######## bus_xfer_sched ########
## config.mk

```make
export PLATFORM = sky130hd
export DESIGN_NAME = bus_xfer_sched
export DESIGN_NICKNAME = d
export VERILOG_FILES = /design/src/rtl/bus_xfer_sched.sv
export SDC_FILE = /design/constraint.sdc
export NUM_CORES = 1
export LEC_CHECK = 0
export ABC_CLOCK_PERIOD_IN_PS = 2750
export CAP_MARGIN = 20
export CORE_ASPECT_RATIO = 1.4
export CORE_MARGIN = 8
export CORE_UTILIZATION = 46
export DETAILED_ROUTE_END_ITERATION = 7
export PLACE_DENSITY = 0.77
export SLEW_MARGIN = 20
export SYNTH_ARGS = -nofsm -noshare
export SYNTH_HDL_FRONTEND = slang
export SYNTH_SLANG_ARGS = --single-unit
```

## constraint.sdc

```tcl
create_clock -name clk -period 2.75 [get_ports clk]
set_input_delay 0.275 -clock clk [delete_from_list [all_inputs] [get_ports clk]]
set_output_delay 0.275 -clock clk [all_outputs]
set_load 0.01 [all_outputs]
```

## src/rtl/bus_xfer_sched.sv

```systemverilog
// bus_xfer_sched: round-robin sequencer for the shared 16-bit tri-state data bus.
// It grants one source per XFER cycle and always follows it with a dead TURN cycle.
module bus_xfer_sched #(
    parameter int N  = 4,
    parameter int IW = $clog2(N)
) (
    input  logic            clk,
    input  logic            reset,
    input  logic [N-1:0]    req,
    input  logic [N*IW-1:0] dst,
    output logic [N-1:0]    rd_en,
    output logic [N-1:0]    wr_en,
    output logic [N-1:0]    done,
    output logic            err,
    output logic            busy
);

    typedef enum logic [1:0] {
        IDLE = 2'd0,
        XFER = 2'd1,
        TURN = 2'd2
    } state_t;

    state_t        state_q, state_d;
    logic [IW-1:0] ptr_q, ptr_d;
    logic [IW-1:0] src_q, src_d;
    logic [IW-1:0] dst_q, dst_d;
    logic [IW-1:0] win;

    logic [N-1:0]  rd_en_q, rd_en_d;
    logic [N-1:0]  wr_en_q, wr_en_d;
    logic [N-1:0]  done_q, done_d;
    logic          err_q, err_d;
    logic          busy_q, busy_d;

    // First set request at or after the pointer, wrapping modulo N.
    function automatic logic [IW-1:0] rr_pick(input logic [N-1:0] r, input logic [IW-1:0] p);
        logic [IW-1:0] w;
        logic [IW-1:0] cand;
        logic          found;
        w     = p;
        found = 1'b0;
        for (int k = 0; k < N; k++) begin
            cand = IW'((int'(p) + k) % N);
            if (!found && r[cand]) begin
                w     = cand;
                found = 1'b1;
            end
        end
        return w;
    endfunction

    assign win = rr_pick(req, ptr_q);

    always_ff @(posedge clk) begin
        if (!reset) begin
            state_q <= IDLE;
            ptr_q   <= '0;
            src_q   <= '0;
            dst_q   <= '0;
            rd_en_q <= '0;
            wr_en_q <= '0;
            done_q  <= '0;
            err_q   <= 1'b0;
            busy_q  <= 1'b0;
        end else begin
            state_q <= state_d;
            ptr_q   <= ptr_d;
            src_q   <= src_d;
            dst_q   <= dst_d;
            rd_en_q <= rd_en_d;
            wr_en_q <= wr_en_d;
            done_q  <= done_d;
            err_q   <= err_d;
            busy_q  <= busy_d;
        end
    end

    always_comb begin
        state_d = state_q;
        ptr_d   = ptr_q;
        src_d   = src_q;
        dst_d   = dst_q;
        unique case (state_q)
            IDLE, TURN: begin
                if (|req) begin
                    state_d = XFER;
                    src_d   = win;
                    dst_d   = dst[int'(win)*IW +: IW];
                    ptr_d   = (int'(win) == N - 1) ? '0 : win + IW'(1);
                end else begin
                    state_d = IDLE;
                end
            end
            XFER:    state_d = TURN;
            default: state_d = IDLE;
        endcase
    end

    // Outputs are decoded from the next state so they land in flops and appear
    // during the cycle the FSM occupies that state.
    always_comb begin
        rd_en_d = '0;
        wr_en_d = '0;
        done_d  = '0;
        err_d   = 1'b0;
        busy_d  = 1'b0;
        if (state_d == XFER) begin
            busy_d        = 1'b1;
            done_d[src_d] = 1'b1;
            if (dst_d == src_d) begin
                err_d = 1'b1;
            end else begin
                rd_en_d[src_d] = 1'b1;
                wr_en_d[dst_d] = 1'b1;
            end
        end else if (state_d == TURN) begin
            busy_d = 1'b1;
        end
    end

    assign rd_en = rd_en_q;
    assign wr_en = wr_en_q;
    assign done  = done_q;
    assign err   = err_q;
    assign busy  = busy_q;

endmodule

```

######## mem_boot_io ########
--- src/rtl/proc_pkg.sv ---
// Shared types and constants for the boot-loading memory/I-O subsystem.
package proc_pkg;

    typedef enum logic [1:0] {
        LoadCnt,
        LoadHi,
        LoadLo,
        Run
    } boot_state_t;

    localparam logic [15:0] IoAddrDefault = 16'h00FF;

endpackage

--- src/rtl/sync_fifo.sv ---
// Synchronous byte FIFO; a push into a full FIFO is dropped even if a pop happens the same cycle.
module sync_fifo #(
    parameter int unsigned W     = 8,
    parameter int unsigned DEPTH = 4
) (
    input  logic         clk,
    input  logic         rst,
    input  logic         push,
    input  logic         pop,
    input  logic [W-1:0] wdata,
    output logic         full,
    output logic         empty,
    output logic [W-1:0] head
);
    localparam int unsigned PW = $clog2(DEPTH);

    logic [W-1:0] mem_q [DEPTH];
    logic [PW-1:0] wr_q, wr_d, rd_q, rd_d;
    logic [PW:0]   cnt_q, cnt_d;
    logic          do_push, do_pop;

    assign full    = (cnt_q == (PW+1)'(DEPTH));
    assign empty   = (cnt_q == '0);
    assign head    = mem_q[rd_q];
    assign do_push = push && !full;
    assign do_pop  = pop && !empty;

    // Pointers are PW bits wide, so they wrap mod DEPTH for free.
    always_comb begin
        wr_d  = wr_q + PW'(do_push);
        rd_d  = rd_q + PW'(do_pop);
        cnt_d = cnt_q + (PW+1)'(do_push) - (PW+1)'(do_pop);
    end

    always_ff @(posedge clk or posedge rst) begin
        if (rst) begin
            wr_q  <= '0;
            rd_q  <= '0;
            cnt_q <= '0;
            for (int i = 0; i < int'(DEPTH); i++) begin
                mem_q[i] <= '0;
            end
        end else begin
            wr_q  <= wr_d;
            rd_q  <= rd_d;
            cnt_q <= cnt_d;
            if (do_push) begin
                mem_q[wr_q] <= wdata;
            end
        end
    end

endmodule

--- src/rtl/mem_boot_io.sv ---
// Unified RAM booted from a host byte stream while the processor is held in reset,
// then serving processor reads/writes with a memory-mapped output FIFO at IO_ADDR.
module mem_boot_io
    import proc_pkg::*;
#(
    parameter int unsigned DEPTH      = 256,
    parameter logic [15:0] IO_ADDR    = IoAddrDefault,
    parameter int unsigned FIFO_DEPTH = 4
) (
    input  logic        clk,
    input  logic        rst,
    input  logic        load_valid,
    input  logic [7:0]  load_data,
    output logic        load_ready,
    output logic        cpu_rst,
    output logic        boot_done,
    input  logic        cpu_we,
    input  logic [15:0] cpu_addr,
    input  logic [15:0] cpu_wdata,
    output logic [15:0] cpu_rdata,
    output logic        out_valid,
    output logic [7:0]  out_data,
    input  logic        out_ready
);
    localparam int unsigned AW = $clog2(DEPTH);

    boot_state_t state_q, state_d;
    logic [7:0]  cnt_q, cnt_d, ctr_q, ctr_d, hi_q, hi_d;
    logic        cpu_rst_q, cpu_rst_d, boot_done_q, boot_done_d, ovf_q, ovf_d;
    logic [15:0] ram [DEPTH];
    logic        ram_we;
    logic [AW-1:0] ram_waddr;
    logic [15:0] ram_wdata;
    logic        push, pop, fifo_full, fifo_empty, accept, addr_in_ram;
    logic [7:0]  cnt_in;

    assign accept      = load_valid && (state_q != Run);
    assign addr_in_ram = 32'(cpu_addr) < DEPTH;
    assign cnt_in      = ({8'h00, load_data} > IO_ADDR) ? IO_ADDR[7:0] : load_data;
    assign load_ready  = (state_q != Run);
    assign cpu_rst     = cpu_rst_q;
    assign boot_done   = boot_done_q;
    assign pop         = out_ready && !fifo_empty;
    assign out_valid   = !fifo_empty;

    always_comb begin
        state_d   = state_q;
        cnt_d     = cnt_q;
        ctr_d     = ctr_q;
        hi_d      = hi_q;
        ram_we    = 1'b0;
        ram_waddr = AW'(cpu_addr);
        ram_wdata = cpu_wdata;
        push      = 1'b0;
        unique case (state_q)
            LoadCnt: if (accept) begin
                cnt_d   = cnt_in;
                ctr_d   = 8'd0;
                state_d = (cnt_in == 8'd0) ? Run : LoadHi;
            end
            LoadHi: if (accept) begin
                hi_d    = load_data;
                state_d = LoadLo;
            end
            LoadLo: if (accept) begin
                ram_we    = 32'(ctr_q) < DEPTH;
                ram_waddr = AW'(ctr_q);
                ram_wdata = {hi_q, load_data};
                ctr_d     = ctr_q + 8'd1;
                state_d   = (ctr_q + 8'd1 == cnt_q) ? Run : LoadHi;
            end
            Run: if (cpu_we) begin
                // The I/O address shadows any RAM word at the same location.
                if (cpu_addr == IO_ADDR) begin
                    push = 1'b1;
                end else if (addr_in_ram) begin
                    ram_we = 1'b1;
                end
            end
        endcase
        cpu_rst_d   = (state_d != Run);
        boot_done_d = (state_d == Run);
        ovf_d       = ovf_q | (push & fifo_full);
    end

    always_ff @(posedge clk or posedge rst) begin
        if (rst) begin
            state_q     <= LoadCnt;
            cnt_q       <= 8'd0;
            ctr_q       <= 8'd0;
            hi_q        <= 8'd0;
            cpu_rst_q   <= 1'b1;
            boot_done_q <= 1'b0;
            ovf_q       <= 1'b0;
        end else begin
            state_q     <= state_d;
            cnt_q       <= cnt_d;
            ctr_q       <= ctr_d;
            hi_q        <= hi_d;
            cpu_rst_q   <= cpu_rst_d;
            boot_done_q <= boot_done_d;
            ovf_q       <= ovf_d;
        end
    end

    // RAM contents deliberately survive reset.
    always_ff @(posedge clk) begin
        if (ram_we) begin
            ram[ram_waddr] <= ram_wdata;
        end
    end

    always_comb begin
        cpu_rdata = 16'h0000;
        if (state_q == Run && cpu_addr == IO_ADDR) begin
            cpu_rdata = {13'b0, ovf_q, fifo_full, fifo_empty};
        end else if (addr_in_ram) begin
            cpu_rdata = ram[AW'(cpu_addr)];
        end
    end

    sync_fifo #(
        .W    (8),
        .DEPTH(FIFO_DEPTH)
    ) u_fifo (
        .clk  (clk),
        .rst  (rst),
        .push (push),
        .pop  (pop),
        .wdata(cpu_wdata[7:0]),
        .full (fifo_full),
        .empty(fifo_empty),
        .head (out_data)
    );

endmodule

--- config.mk ---
export PLATFORM = sky130hd
export DESIGN_NAME = mem_boot_io
export DESIGN_NICKNAME = d
export VERILOG_FILES = /design/src/rtl/proc_pkg.sv /design/src/rtl/sync_fifo.sv /design/src/rtl/mem_boot_io.sv
export SDC_FILE = /design/constraint.sdc
export NUM_CORES = 2
export LEC_CHECK = 0
export ABC_AREA = 0
export CORE_UTILIZATION = 50
export DETAILED_ROUTE_END_ITERATION = 12
export PLACE_DENSITY = 0.65
export SLEW_MARGIN = 5
export SYNTH_ARGS = -nofsm -noshare
export SYNTH_HDL_FRONTEND = slang
export SYNTH_SLANG_ARGS = --single-unit
--- constraint.sdc ---
create_clock -name clk -period 11.2 [get_ports clk]
set_clock_uncertainty 0.1 [all_clocks]
set_input_delay 2.24 -clock clk [delete_from_list [all_inputs] [get_ports clk]]
set_output_delay 2.24 -clock clk [all_outputs]
set_load 0.01 [all_outputs]
######## date_set_ctrl_flat ########
[src/rtl/date_set_ctrl_if.sv]
// date_set_ctrl_if: key, load and date bundle between the UI front end and date_set_ctrl
interface date_set_ctrl_if #(parameter int YEAR_DIGITS = 4);
  logic [3:0]               NUM_SYNC;
  logic [1:0]               NUM_HOLD;
  logic                     TICK;
  logic [3:0]               MODE;
  logic                     LOAD;
  logic [4*YEAR_DIGITS-1:0] LD_YEAR;
  logic [3:0]               LD_MONTH;
  logic [4:0]               LD_DAY;
  logic [2:0]               CURSOR;
  logic [4*YEAR_DIGITS-1:0] YEAR;
  logic [3:0]               MONTH;
  logic [4:0]               DAY;
  logic                     DIRTY;
  logic                     COMMIT;
  modport master (output NUM_SYNC, NUM_HOLD, TICK, MODE, LOAD, LD_YEAR, LD_MONTH, LD_DAY,
                  input CURSOR, YEAR, MONTH, DAY, DIRTY, COMMIT);
  modport slave (input NUM_SYNC, NUM_HOLD, TICK, MODE, LOAD, LD_YEAR, LD_MONTH, LD_DAY,
                 output CURSOR, YEAR, MONTH, DAY, DIRTY, COMMIT);
endinterface

[src/rtl/date_set_ctrl.sv]
// date_set_ctrl: day/month/BCD-year entry with month-length clamp and commit on exit; DATE_SET_AUTOREPEAT_EN adds held-key repeat
module date_set_ctrl #(
  parameter int          YEAR_DIGITS = 4,
  parameter logic [3:0]  SET_MODE    = 4'b0000,
  parameter logic [15:0] RST_YEAR    = 16'h2020,
  parameter int          RPT_DELAY   = 50,
  parameter int          RPT_RATE    = 10
) (
  input logic CLK,
  input logic RESET,
  date_set_ctrl_if.slave u
);
  localparam int YW = 4*YEAR_DIGITS;
  localparam logic [2:0] CMAX = 3'(YEAR_DIGITS+1);
  function automatic logic div4(input logic [3:0] t, input logic [3:0] o);
    return t[0] ? (o == 4'd2 || o == 4'd6) : (o == 4'd0 || o == 4'd4 || o == 4'd8);
  endfunction
  // centuries fall back to the divisibility of the hundreds part by four
  function automatic logic leap(input logic [YW-1:0] y);
    logic [15:0] p;
    p = 16'(y);
    return (YEAR_DIGITS >= 3 && p[7:0] == 8'h00) ? div4(p[15:12], p[11:8]) : div4(p[7:4], p[3:0]);
  endfunction
  function automatic logic [4:0] dim(input logic [3:0] m, input logic lp);
    return (m == 4'd2) ? (lp ? 5'd29 : 5'd28) :
           (m == 4'd4 || m == 4'd6 || m == 4'd9 || m == 4'd11) ? 5'd30 : 5'd31;
  endfunction
  logic          edit, edit_q, entry, leave, mv_r, mv_l, rpt_up, rpt_dn, st_up, st_dn, step;
  logic [2:0]    cur_q, cur_n;
  logic [YW-1:0] year_q, year_n;
  logic [3:0]    mon_q, mon_n;
  logic [4:0]    day_q, day_n, dcur;
  logic          dirty_q, dirty_n, commit_q, commit_n;
  assign edit  = u.MODE == SET_MODE;
  assign entry = edit && !edit_q;
  assign leave = !edit && edit_q;
  assign mv_r  = u.NUM_SYNC[2] && !u.NUM_SYNC[3];
  assign mv_l  = u.NUM_SYNC[3] && !u.NUM_SYNC[2];
  assign st_up = (u.NUM_SYNC[0] || rpt_up) && !(u.NUM_SYNC[1] || rpt_dn);
  assign st_dn = (u.NUM_SYNC[1] || rpt_dn) && !(u.NUM_SYNC[0] || rpt_up);
  assign step  = st_up || st_dn;
  assign dcur  = dim(mon_q, leap(year_q));
`ifdef DATE_SET_AUTOREPEAT_EN
  logic [15:0] rpt_cnt;
  logic        rpt_on, rpt_act, rpt_hit;
  assign rpt_act = edit && edit_q && (u.NUM_HOLD[0] ^ u.NUM_HOLD[1]) && !(mv_r || mv_l);
  assign rpt_hit = rpt_act && u.TICK && (rpt_cnt + 16'd1 == (rpt_on ? 16'(RPT_RATE) : 16'(RPT_DELAY)));
  assign rpt_up  = rpt_hit && u.NUM_HOLD[0];
  assign rpt_dn  = rpt_hit && u.NUM_HOLD[1];
  always_ff @(posedge CLK)
    if (RESET || !rpt_act) begin
      rpt_cnt <= '0;
      rpt_on  <= 1'b0;
    end else if (u.TICK) begin
      rpt_cnt <= rpt_hit ? '0 : rpt_cnt + 16'd1;
      rpt_on  <= rpt_on || rpt_hit;
    end
`else
  logic unused_rpt;
  assign unused_rpt = ^{u.NUM_HOLD, u.TICK};
  assign rpt_up = 1'b0;
  assign rpt_dn = 1'b0;
`endif
  always_comb begin
    cur_n    = cur_q;
    year_n   = year_q;
    mon_n    = mon_q;
    day_n    = day_q;
    dirty_n  = dirty_q;
    commit_n = 1'b0;
    if (entry) begin
      cur_n   = 3'd0;
      dirty_n = 1'b0;
      if (u.LOAD) {year_n, mon_n, day_n} = {u.LD_YEAR, u.LD_MONTH, u.LD_DAY};
    end else if (leave) begin
      commit_n = dirty_q;
      dirty_n  = 1'b0;
    end else if (!edit) begin
      if (u.LOAD) {year_n, mon_n, day_n} = {u.LD_YEAR, u.LD_MONTH, u.LD_DAY};
    end else begin
      if (step) begin
        dirty_n = 1'b1;
        if (cur_q == 3'd0)
          day_n = st_up ? (day_q >= dcur ? 5'd1 : day_q + 5'd1) : (day_q <= 5'd1 ? dcur : day_q - 5'd1);
        else if (cur_q == 3'd1)
          mon_n = st_up ? (mon_q >= 4'd12 ? 4'd1 : mon_q + 4'd1) : (mon_q <= 4'd1 ? 4'd12 : mon_q - 4'd1);
        else
          for (int i = 0; i < YEAR_DIGITS; i++)
            if (cur_q == 3'(i+2))
              year_n[4*i+:4] = st_up ? (year_q[4*i+:4] >= 4'd9 ? 4'd0 : year_q[4*i+:4] + 4'd1)
                                     : (year_q[4*i+:4] == 4'd0 ? 4'd9 : year_q[4*i+:4] - 4'd1);
        if (cur_q != 3'd0 && day_q > dim(mon_n, leap(year_n))) day_n = dim(mon_n, leap(year_n));
      end
      cur_n = mv_r ? (cur_q >= CMAX ? 3'd0 : cur_q + 3'd1) : mv_l ? (cur_q == 3'd0 ? CMAX : cur_q - 3'd1) : cur_q;
    end
  end
  always_ff @(posedge CLK)
    if (RESET) begin
      edit_q   <= 1'b0;
      cur_q    <= 3'd0;
      year_q   <= RST_YEAR[YW-1:0];
      mon_q    <= 4'd1;
      day_q    <= 5'd1;
      dirty_q  <= 1'b0;
      commit_q <= 1'b0;
    end else begin
      edit_q   <= edit;
      cur_q    <= cur_n;
      year_q   <= year_n;
      mon_q    <= mon_n;
      day_q    <= day_n;
      dirty_q  <= dirty_n;
      commit_q <= commit_n;
    end
  assign u.CURSOR = cur_q;
  assign u.YEAR   = year_q;
  assign u.MONTH  = mon_q;
  assign u.DAY    = day_q;
  assign u.DIRTY  = dirty_q;
  assign u.COMMIT = commit_q;
endmodule

[src/flat_wrapper.sv]
// flat-port wrapper written by rule: the top's interface ports become plain ports
module date_set_ctrl_flat 
#(
  parameter int          YEAR_DIGITS = 4,
  parameter logic [3:0]  SET_MODE    = 4'b0000,
  parameter logic [15:0] RST_YEAR    = 16'h2020,
  parameter int          RPT_DELAY   = 50,
  parameter int          RPT_RATE    = 10
)
  (CLK, RESET, u_NUM_SYNC, u_NUM_HOLD, u_TICK, u_MODE, u_LOAD, u_LD_YEAR, u_LD_MONTH, u_LD_DAY, u_CURSOR, u_YEAR, u_MONTH, u_DAY, u_DIRTY, u_COMMIT);
  date_set_ctrl_if #(.YEAR_DIGITS(YEAR_DIGITS)) u_i ();
  input logic CLK;
  input logic RESET;
  input wire logic [$bits(u_i.NUM_SYNC)-1:0] u_NUM_SYNC;
  input wire logic [$bits(u_i.NUM_HOLD)-1:0] u_NUM_HOLD;
  input wire logic [$bits(u_i.TICK)-1:0] u_TICK;
  input wire logic [$bits(u_i.MODE)-1:0] u_MODE;
  input wire logic [$bits(u_i.LOAD)-1:0] u_LOAD;
  input wire logic [$bits(u_i.LD_YEAR)-1:0] u_LD_YEAR;
  input wire logic [$bits(u_i.LD_MONTH)-1:0] u_LD_MONTH;
  input wire logic [$bits(u_i.LD_DAY)-1:0] u_LD_DAY;
  output wire logic [$bits(u_i.CURSOR)-1:0] u_CURSOR;
  output wire logic [$bits(u_i.YEAR)-1:0] u_YEAR;
  output wire logic [$bits(u_i.MONTH)-1:0] u_MONTH;
  output wire logic [$bits(u_i.DAY)-1:0] u_DAY;
  output wire logic [$bits(u_i.DIRTY)-1:0] u_DIRTY;
  output wire logic [$bits(u_i.COMMIT)-1:0] u_COMMIT;
  assign u_i.NUM_SYNC = u_NUM_SYNC;
  assign u_i.NUM_HOLD = u_NUM_HOLD;
  assign u_i.TICK = u_TICK;
  assign u_i.MODE = u_MODE;
  assign u_i.LOAD = u_LOAD;
  assign u_i.LD_YEAR = u_LD_YEAR;
  assign u_i.LD_MONTH = u_LD_MONTH;
  assign u_i.LD_DAY = u_LD_DAY;
  assign u_CURSOR = u_i.CURSOR;
  assign u_YEAR = u_i.YEAR;
  assign u_MONTH = u_i.MONTH;
  assign u_DAY = u_i.DAY;
  assign u_DIRTY = u_i.DIRTY;
  assign u_COMMIT = u_i.COMMIT;
  date_set_ctrl #(.YEAR_DIGITS(YEAR_DIGITS), .SET_MODE(SET_MODE), .RST_YEAR(RST_YEAR), .RPT_DELAY(RPT_DELAY), .RPT_RATE(RPT_RATE)) u_core (.CLK(CLK), .RESET(RESET), .u(u_i));
endmodule
[config.mk]
export PLATFORM = sky130hd
export DESIGN_NAME = date_set_ctrl_flat
export DESIGN_NICKNAME = d
export VERILOG_FILES = /design/src/rtl/date_set_ctrl_if.sv /design/src/rtl/date_set_ctrl.sv /design/src/flat_wrapper.sv
export SDC_FILE = /design/constraint.sdc
export NUM_CORES = 1
export LEC_CHECK = 0
export CELL_PAD_IN_SITES_DETAIL_PLACEMENT = 0
export CELL_PAD_IN_SITES_GLOBAL_PLACEMENT = 2
export CORE_MARGIN = 2
export CORE_UTILIZATION = 32
export CTS_CLUSTER_DIAMETER = 100
export DETAILED_ROUTE_END_ITERATION = 16
export PLACE_DENSITY_LB_ADDON = 0.1
export SYNTH_ARGS = -nofsm -noshare
export SYNTH_HDL_FRONTEND = slang
export SYNTH_SLANG_ARGS = --single-unit
export TNS_END_PERCENT = 30
[constraint.sdc]
create_clock -name CLK -period 6.7 [get_ports CLK]
set_input_delay 0.67 -clock CLK [delete_from_list [all_inputs] [get_ports CLK]]
set_output_delay 0.67 -clock CLK [all_outputs]
set_load 0.05 [all_outputs]
######## apb_slave_mem_flat ########
**config.mk**
```make
export PLATFORM = sky130hd
export DESIGN_NAME = apb_slave_mem_flat
export DESIGN_NICKNAME = d
export VERILOG_FILES = /design/src/rtl/apb_slave_mem_if.sv /design/src/rtl/apb_slave_mem.sv /design/src/flat_wrapper.sv
export SDC_FILE = /design/constraint.sdc
export NUM_CORES = 1
export LEC_CHECK = 0
export CAP_MARGIN = 0
export CORE_MARGIN = 8
export CORE_UTILIZATION = 50
export DETAILED_ROUTE_END_ITERATION = 10
export PLACE_DENSITY_LB_ADDON = 0.25
export SYNTH_ARGS = -nofsm -noshare
export SYNTH_HDL_FRONTEND = slang
export SYNTH_SLANG_ARGS = --single-unit
```
**constraint.sdc**
```tcl
create_clock -name pclk_i -period 3.5 [get_ports pclk_i]
set_clock_uncertainty 0.2 [all_clocks]
set_input_delay 1.05 -clock pclk_i [delete_from_list [all_inputs] [get_ports pclk_i]]
set_output_delay 1.05 -clock pclk_i [all_outputs]
set_load 0.02 [all_outputs]
```
**src/rtl/apb_slave_mem_if.sv**
```systemverilog
// APB bus bundle between a master and the apb_slave_mem block.
interface apb_slave_mem_if;
  logic       psel;
  logic       penable;
  logic       pwrite;
  logic [7:0] paddr;
  logic [7:0] pwdata;
  logic       pready;
  logic [7:0] prdata;
  logic       pslverr;

  modport master (
    output psel, penable, pwrite, paddr, pwdata,
    input  pready, prdata, pslverr
  );

  modport slave (
    input  psel, penable, pwrite, paddr, pwdata,
    output pready, prdata, pslverr
  );
endinterface

```
**src/rtl/apb_slave_mem.sv**
```systemverilog
// APB slave backed by a DEPTH x 8-bit register memory with a fixed number
// of wait states per transfer.
//
// Handshake: a transfer starts with a setup cycle (psel=1, penable=0) seen in
// IDLE; the address/direction/data are latched there. In ACCESS the block
// counts down WAIT_STATES cycles and then raises pready for exactly one cycle
// while psel stays high; that is the only cycle where prdata and pslverr carry
// meaning. Dropping psel in any ACCESS cycle abandons the transfer. Writes
// commit on the edge that ends the pready cycle.
module apb_slave_mem #(
  parameter int DEPTH       = 64,
  parameter int WAIT_STATES = 1
) (
  input  logic             pclk_i,
  input  logic             preset_i,
  apb_slave_mem_if.slave   apb,
  output logic             state_o   // 0 = IDLE, 1 = ACCESS
);

  localparam int         AW      = (DEPTH > 1) ? $clog2(DEPTH) : 1;
  localparam logic [8:0] DEPTH_L = 9'(DEPTH);
  localparam logic [3:0] WAIT_L  = 4'(WAIT_STATES);

  typedef enum logic {
    IDLE   = 1'b0,
    ACCESS = 1'b1
  } state_t;

  state_t     state_q, state_d;
  logic [3:0] wait_q,  wait_d;
  logic [7:0] addr_q,  addr_d;
  logic [7:0] wdata_q, wdata_d;
  logic       write_q, write_d;
  logic [7:0] rdata_q, rdata_d;
  logic [7:0] mem_q [DEPTH];

  logic setup_fire;
  logic access_live;
  logic done;
  logic addr_ok_q;
  logic in_addr_ok;
  logic commit;

  // Decode of the current cycle's role in the transfer.
  always_comb begin
    setup_fire  = (state_q == IDLE) && apb.psel && !apb.penable;
    access_live = (state_q == ACCESS) && apb.psel;
    done        = access_live && (wait_q == 4'd0);
    addr_ok_q   = ({1'b0, addr_q} < DEPTH_L);
    in_addr_ok  = ({1'b0, apb.paddr} < DEPTH_L);
    commit      = done && apb.penable && write_q && addr_ok_q;
  end

  // FSM state register.
  always_ff @(posedge pclk_i) begin
    if (preset_i) begin
      state_q <= IDLE;
    end else begin
      state_q <= state_d;
    end
  end

  // FSM next-state: a psel drop or the final access cycle both return to IDLE.
  always_comb begin
    state_d = state_q;
    case (state_q)
      IDLE:    if (setup_fire) state_d = ACCESS;
      ACCESS:  if (!apb.psel || (wait_q == 4'd0)) state_d = IDLE;
      default: state_d = IDLE;
    endcase
  end

  // FSM outputs. pready is qualified by psel so an abandoned access cycle
  // never shows a completion, even when the counter has already expired.
  always_comb begin
    apb.pready  = done;
    apb.pslverr = done && !addr_ok_q;
    apb.prdata  = (done && !write_q) ? rdata_q : 8'h00;
    state_o     = state_q;
  end

  // Transfer context next-state: latch on setup, count down while waiting.
  // Bus inputs are deliberately not looked at outside the setup cycle.
  always_comb begin
    wait_d  = wait_q;
    addr_d  = addr_q;
    wdata_d = wdata_q;
    write_d = write_q;
    rdata_d = rdata_q;
    if (setup_fire) begin
      wait_d  = WAIT_L;
      addr_d  = apb.paddr;
      wdata_d = apb.pwdata;
      write_d = apb.pwrite;
      rdata_d = in_addr_ok ? mem_q[apb.paddr[AW-1:0]] : 8'h00;
    end else if (access_live && (wait_q != 4'd0)) begin
      wait_d = wait_q - 4'd1;
    end
  end

  // Transfer context registers.
  always_ff @(posedge pclk_i) begin
    if (preset_i) begin
      wait_q  <= 4'd0;
      addr_q  <= 8'h00;
      wdata_q <= 8'h00;
      write_q <= 1'b0;
      rdata_q <= 8'h00;
    end else begin
      wait_q  <= wait_d;
      addr_q  <= addr_d;
      wdata_q <= wdata_d;
      write_q <= write_d;
      rdata_q <= rdata_d;
    end
  end

  // Memory array: cleared by reset, written only on a completed in-range write.
  always_ff @(posedge pclk_i) begin
    if (preset_i) begin
      for (int i = 0; i < DEPTH; i++) begin
        mem_q[i] <= 8'h00;
      end
    end else if (commit) begin
      mem_q[addr_q[AW-1:0]] <= wdata_q;
    end
  end

endmodule

```
**src/flat_wrapper.sv**
```systemverilog
// flat-port wrapper written by rule: the top's interface ports become plain ports
module apb_slave_mem_flat 
#(
  parameter int DEPTH       = 64,
  parameter int WAIT_STATES = 1
)
  (pclk_i, preset_i, state_o, apb_psel, apb_penable, apb_pwrite, apb_paddr, apb_pwdata, apb_pready, apb_prdata, apb_pslverr);
  apb_slave_mem_if apb_i ();
  input  logic pclk_i;
  input  logic preset_i;
  output logic state_o;
  input wire logic [$bits(apb_i.psel)-1:0] apb_psel;
  input wire logic [$bits(apb_i.penable)-1:0] apb_penable;
  input wire logic [$bits(apb_i.pwrite)-1:0] apb_pwrite;
  input wire logic [$bits(apb_i.paddr)-1:0] apb_paddr;
  input wire logic [$bits(apb_i.pwdata)-1:0] apb_pwdata;
  output wire logic [$bits(apb_i.pready)-1:0] apb_pready;
  output wire logic [$bits(apb_i.prdata)-1:0] apb_prdata;
  output wire logic [$bits(apb_i.pslverr)-1:0] apb_pslverr;
  assign apb_i.psel = apb_psel;
  assign apb_i.penable = apb_penable;
  assign apb_i.pwrite = apb_pwrite;
  assign apb_i.paddr = apb_paddr;
  assign apb_i.pwdata = apb_pwdata;
  assign apb_pready = apb_i.pready;
  assign apb_prdata = apb_i.prdata;
  assign apb_pslverr = apb_i.pslverr;
  apb_slave_mem #(.DEPTH(DEPTH), .WAIT_STATES(WAIT_STATES)) u_core (.pclk_i(pclk_i), .preset_i(preset_i), .apb(apb_i), .state_o(state_o));
endmodule
```
### Gate families picked out, bus_xfer_sched

Drawn at 4 px/micron.
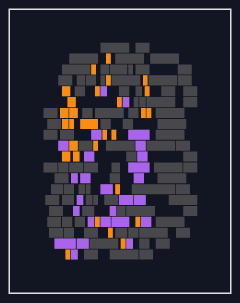
colour	family	cells
purple	aoi and oai cells	26
orange	nor cells	28
share of cell area taken by multi-input logic gates: 38.14%
final non-filler cell total: 165
most frequent logic cell in the layout: sky130_fd_sc_hd__clkdlybuf4s50_1

### Metal layers overlaid, bus_xfer_sched

Drawn at 6 px/micron.
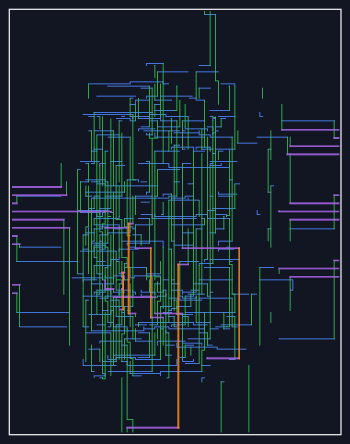
colour	layer	wire length
blue	metal 1	886 microns
purple	metal 3	180 microns
orange	metal 4	78.2 microns
green	metal 2	1,420 microns
WL/cell: 15.52 microns
overall global routing resource usage: 15.60%
routed via count: 971
total routed wirelength: 2560 microns

==> flow_summary.json, bus_xfer_sched <==
{
  "grt_overflow": 0,
  "vias_per_cell": 5.885,
  "grt_max_degree": 14,
  "synthSimpleGateAreaFrac_pct": 21.81,
  "drcViolationCount": 0,
  "dp_cells": 161,
  "worst_hold_path_type": "flop to flop",
  "fin_worst_hold_slack_ns": 0.4817,
  "holdPathStages": 2,
  "pin_count": 28,
  "tns_ns": 0,
  "synth.ff_latch_count": 22,
  "met3_layer_usage_reported_by_global_route_pct": 5.451,
  "timing.critical_path.slowest_stage_cell": "sky130_fd_sc_hd__a2111oi_2",
  "number_of_warnings_in_the_stage_logs": 26,
  "nWellTaps": 22,
  "muxShareOfSynthArea_pct": 0,
  "post_synthesis_cell_area_sq_um": 980.9,
  "grt_antenna_before_repair": 0,
  "status": "completed"
}
### Metal layers overlaid, date_set_ctrl_flat

Drawn at 4 px/micron.
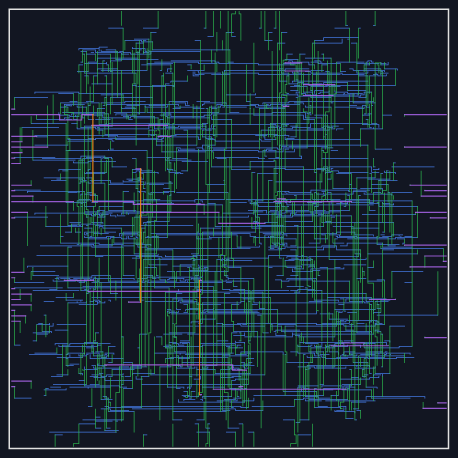
colour	layer	wire length
blue	metal 1	5,740 microns
orange	metal 4	83.6 microns
purple	metal 3	463 microns
green	metal 2	5,150 microns
total routed wirelength: 11,440 microns
overall global routing resource usage: 19.55%
routed via count: 3,723
WL/cell: 17.02 microns

==> flow_summary.json, date_set_ctrl_flat <==
{
  "cts_resized": 0,
  "static-leakage-power_uw": 0.001617,
  "pin_count": 69,
  "drtPass1Iterations": 4,
  "antenna_cells_inserted": 0,
  "startpoint_of_the_most_critical_setup_path": "u_NUM_SYNC[1]",
  "met2_wirelength_microns": 5152,
  "dp_cells": 664,
  "reg2reg_depth": 15,
  "cts_inserted_buffers": 5,
  "yosys-stat-area_sq_um": 3557,
  "cts.repair_timing.setup_buffer_count": 0,
  "tritoncts_clock_tree": "yes",
  "top_layer_used": "met4",
  "busiest_layer": "met2",
  "syn_to_final_growth_pct": 22.90,
  "max-vdd-ir-drop_uv": 57.42,
  "seqPwrFrac_pct": 35.6,
  "endpoint_kind": "flop",
  "worst-path-stages": 17,
  "root_buffer": "sky130_fd_sc_hd__clkbuf_8",
  "grtUsageMet2_pct": 30.07,
  "final_max_slew_viol_count": 0,
  "share_clk_of_total_power_pct": 27.2,
  "final-instance-count-excl-fill": 672,
  "synth.net_count": 562,
  "largest_register_ff_count": 16,
  "layout.nets": 605,
  "status": "completed"
}
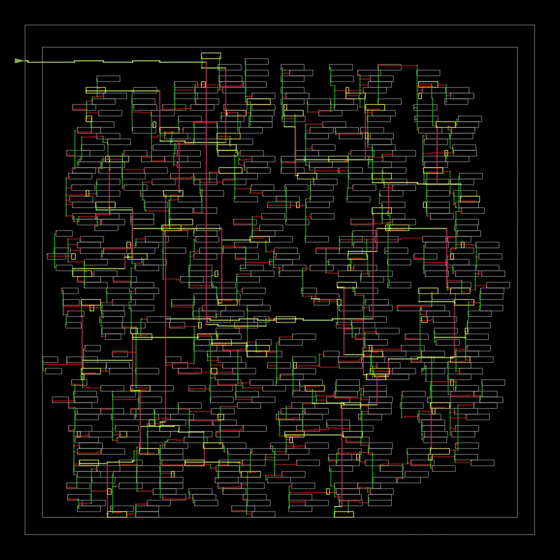
*Clock nets, apb_slave_mem_flat*
total number of clock tree sinks: 542
P_clk: 5810 uW
clock buffer instance count of the final layout: 69
sequential cells: 542

==> flow_summary.json, apb_slave_mem_flat <==
{
  "synth.yosys.warnings": 0,
  "critPathMaxFanout": 7,
  "layout.nets": 1895,
  "topCombFamilyByArea": "simple AND/OR/NAND/NOR gates",
  "synth.yosys.seq_area_share_pct": 62.70,
  "timing.final.ws_setup_ns": 0.1491,
  "ctsHtreeMaxLevel": 2,
  "dp_cells": 2486,
  "yosys-stat-area_sq_um": 25480,
  "holdPathStages": 2,
  "drt-wirelength-per-cell_microns": 24.28,
  "num-multi-input-gates": 1081,
  "power.combinational.fraction_pct": 6.8,
  "edf_count": 512,
  "synthDominantAreaCellType": "sky130_fd_sc_hd__edfxtp_1",
  "min_from": "u_core.wdata_q[1]$_SDFFE_PP0P_",
  "seqPwrFrac_pct": 52.2,
  "layout.area.seq_sq_um": 15990,
  "largest_register_ff_count": 512,
  "period_needed_ns": 3.351,
  "worst_hold_path_type": "flop to flop",
  "xor_share_pct": 0.1031,
  "post-route-cell-area_sq_um": 29090,
  "post_route_cells_drive_above_1_share_pct": 23.41,
  "critical_path_cell_sequence": "inv_2, ha_2, nor3b_4, nand3_2, nor2_4, buf_8, and2_1, buf_2",
  "crit_path_end": "apb_prdata[2]",
  "pwr.group.sequential_uw": 7400,
  "endpoint_kind": "primary output",
  "rows": 82,
  "post-place-ws_ns": -0.5577,
  "reg2reg_depth": 10,
  "drtIter0Drc": 1266,
  "max-vdd-ir-drop_uv": 311.9,
  "grt_setup_unrepaired": "false",
  "synth.ff_latch_count": 542,
  "post_synthesis_cell_area_sq_um": 25480,
  "fraction_of_registers_with_async_set_or_reset_after_synthesis_pct": 0,
  "nWellTaps": 672,
  "clock_edge_transition_at_the_registers_on_the_reported_setup_and_hold_paths_ns": 0.06,
  "pin_count": 32,
  "group_with_the_largest_share_of_power": "registers",
  "routabilityCongestion": 0.8499,
  "routed_wirelength_microns": 62870,
  "static-leakage-power_uw": 0.01105,
  "power_density_nw_per_um2": 487.0,
  "timing.critical_path.arrival_ns": 2.10,
  "timing.critical_path.slowest_stage_cell": "sky130_fd_sc_hd__dfxtp_2",
  "globalRouteTotalUtil_pct": 21.13,
  "routed_length_on_met3_microns": 4127,
  "cts_inserted_buffers": 55,
  "grt_max_degree": 66,
  "total_power_uw": 14170,
  "chipHeight_microns": 241.7,
  "status": "completed",
  "fin_worst_hold_slack_ns": 0.2545,
  "final-nonclk-buf-share_pct": 5.777,
  "slew-limit-headroom_pct": 41.41,
  "hold_viol": 0,
  "cts.repair_timing.setup_buffer_count": 1,
  "netlist_instances": 1753
}
### PDN straps and rails, mem_boot_io

Drawn at 0.5 px/micron. Pins as bars on the die edge.
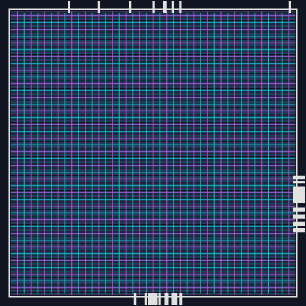
colour	net
purple	VSS
cyan	VDD
met4 straps	41
met1 rails	209
met5 straps	41
rows	208
largest voltage drop on the vdd net: 143.7 uV
die width: 571.8 microns
Core Box Area: 321,900 sq um
vertical die dimension: 571.8 microns

==> flow_summary.json, mem_boot_io <==
{
  "status": "completed",
  "reg2reg_depth": 7,
  "layout.filler_cells": 23440,
  "grt_max_degree": 212,
  "dp_hpwl_microns": 271700,
  "synthSimpleGateAreaFrac_pct": 2.051,
  "globalRouteTotalUtil_pct": 28.18,
  "final_layout_top_logic_cell": "sky130_fd_sc_hd__edfxtp_1",
  "synth.yosys.warnings": 0,
  "crit_path_end": "cpu_rdata[5]",
  "layout.sequential_cells": 4164,
  "largest_cell_class_by_area": "registers",
  "inverters": 21,
  "dieArea_sq_um": 327000,
  "cp.buffers_inverters": 3,
  "post-synth-top-count-cell": "sky130_fd_sc_hd__edfxtp_1",
  "drcViolationCount": 0,
  "cts.repair_timing.setup_buffer_count": 0,
  "timing.critical_path.slowest_stage_cell": "sky130_fd_sc_hd__and2_1",
  "busiest_layer": "met2",
  "rows": 208,
  "layout.nets": 8269
}


==> screenshots <==
Routed clock nets over the placement.
(a)
Drawn at 1 px/micron.
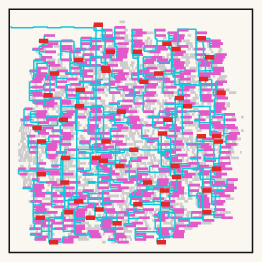
(b)
Drawn at 4 px/micron.
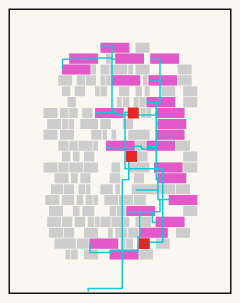
(c)
Drawn at 1 px/micron.
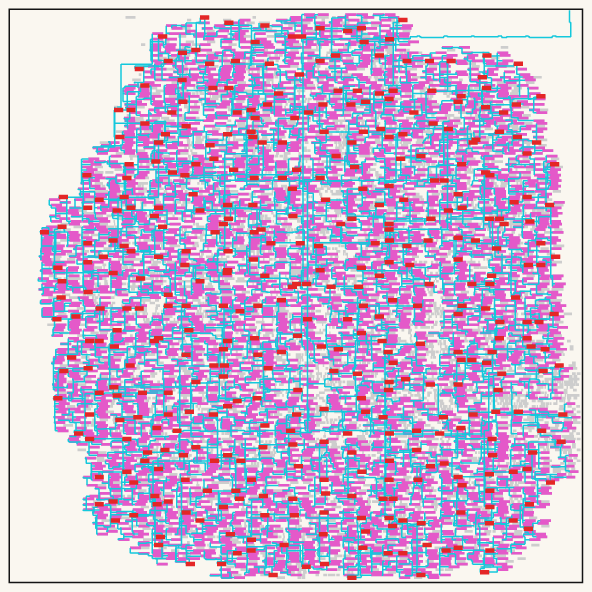
(d)
Drawn at 2 px/micron.
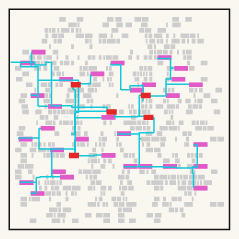
| picture | from |
|---|---|
| (c) | mem_boot_io |
| (b) | bus_xfer_sched |
| (d) | date_set_ctrl_flat |
| (a) | apb_slave_mem_flat |

Key to (d):
[cyan] clock wires | length: 593 microns
[red] clock drivers | count: 5
[magenta] flip-flops | count: 31
routed clock nets	6


==> layout pictures side by side <==
PDN straps and rails.
Plate I
Drawn at 6 px/micron. Pins as bars on the die edge.
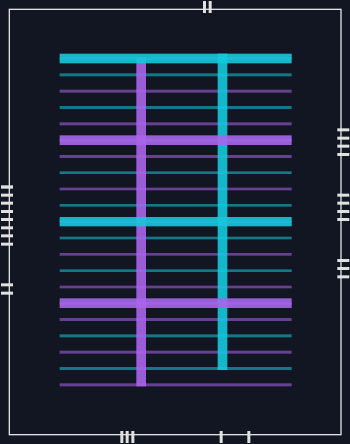
Plate II
Drawn at 1.5 px/micron. Pins as bars on the die edge.
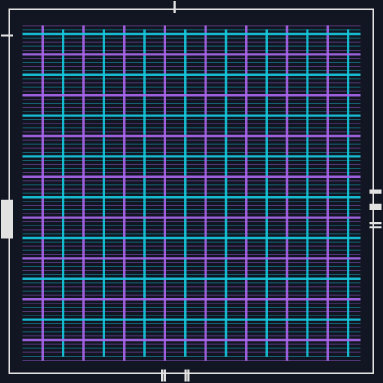
Plate III
Drawn at 3 px/micron. Pins as bars on the die edge.
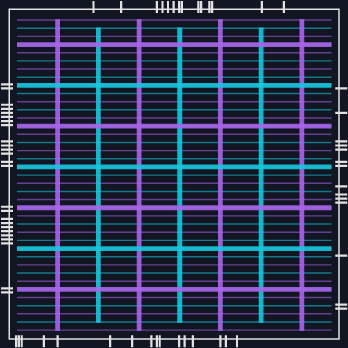
bus_xfer_sched is Plate I.
apb_slave_mem_flat is Plate II.
date_set_ctrl_flat is Plate III.
- most pins: Plate III
- largest die: Plate II

No activity file was given, so power comes from the tool's default toggle rates.
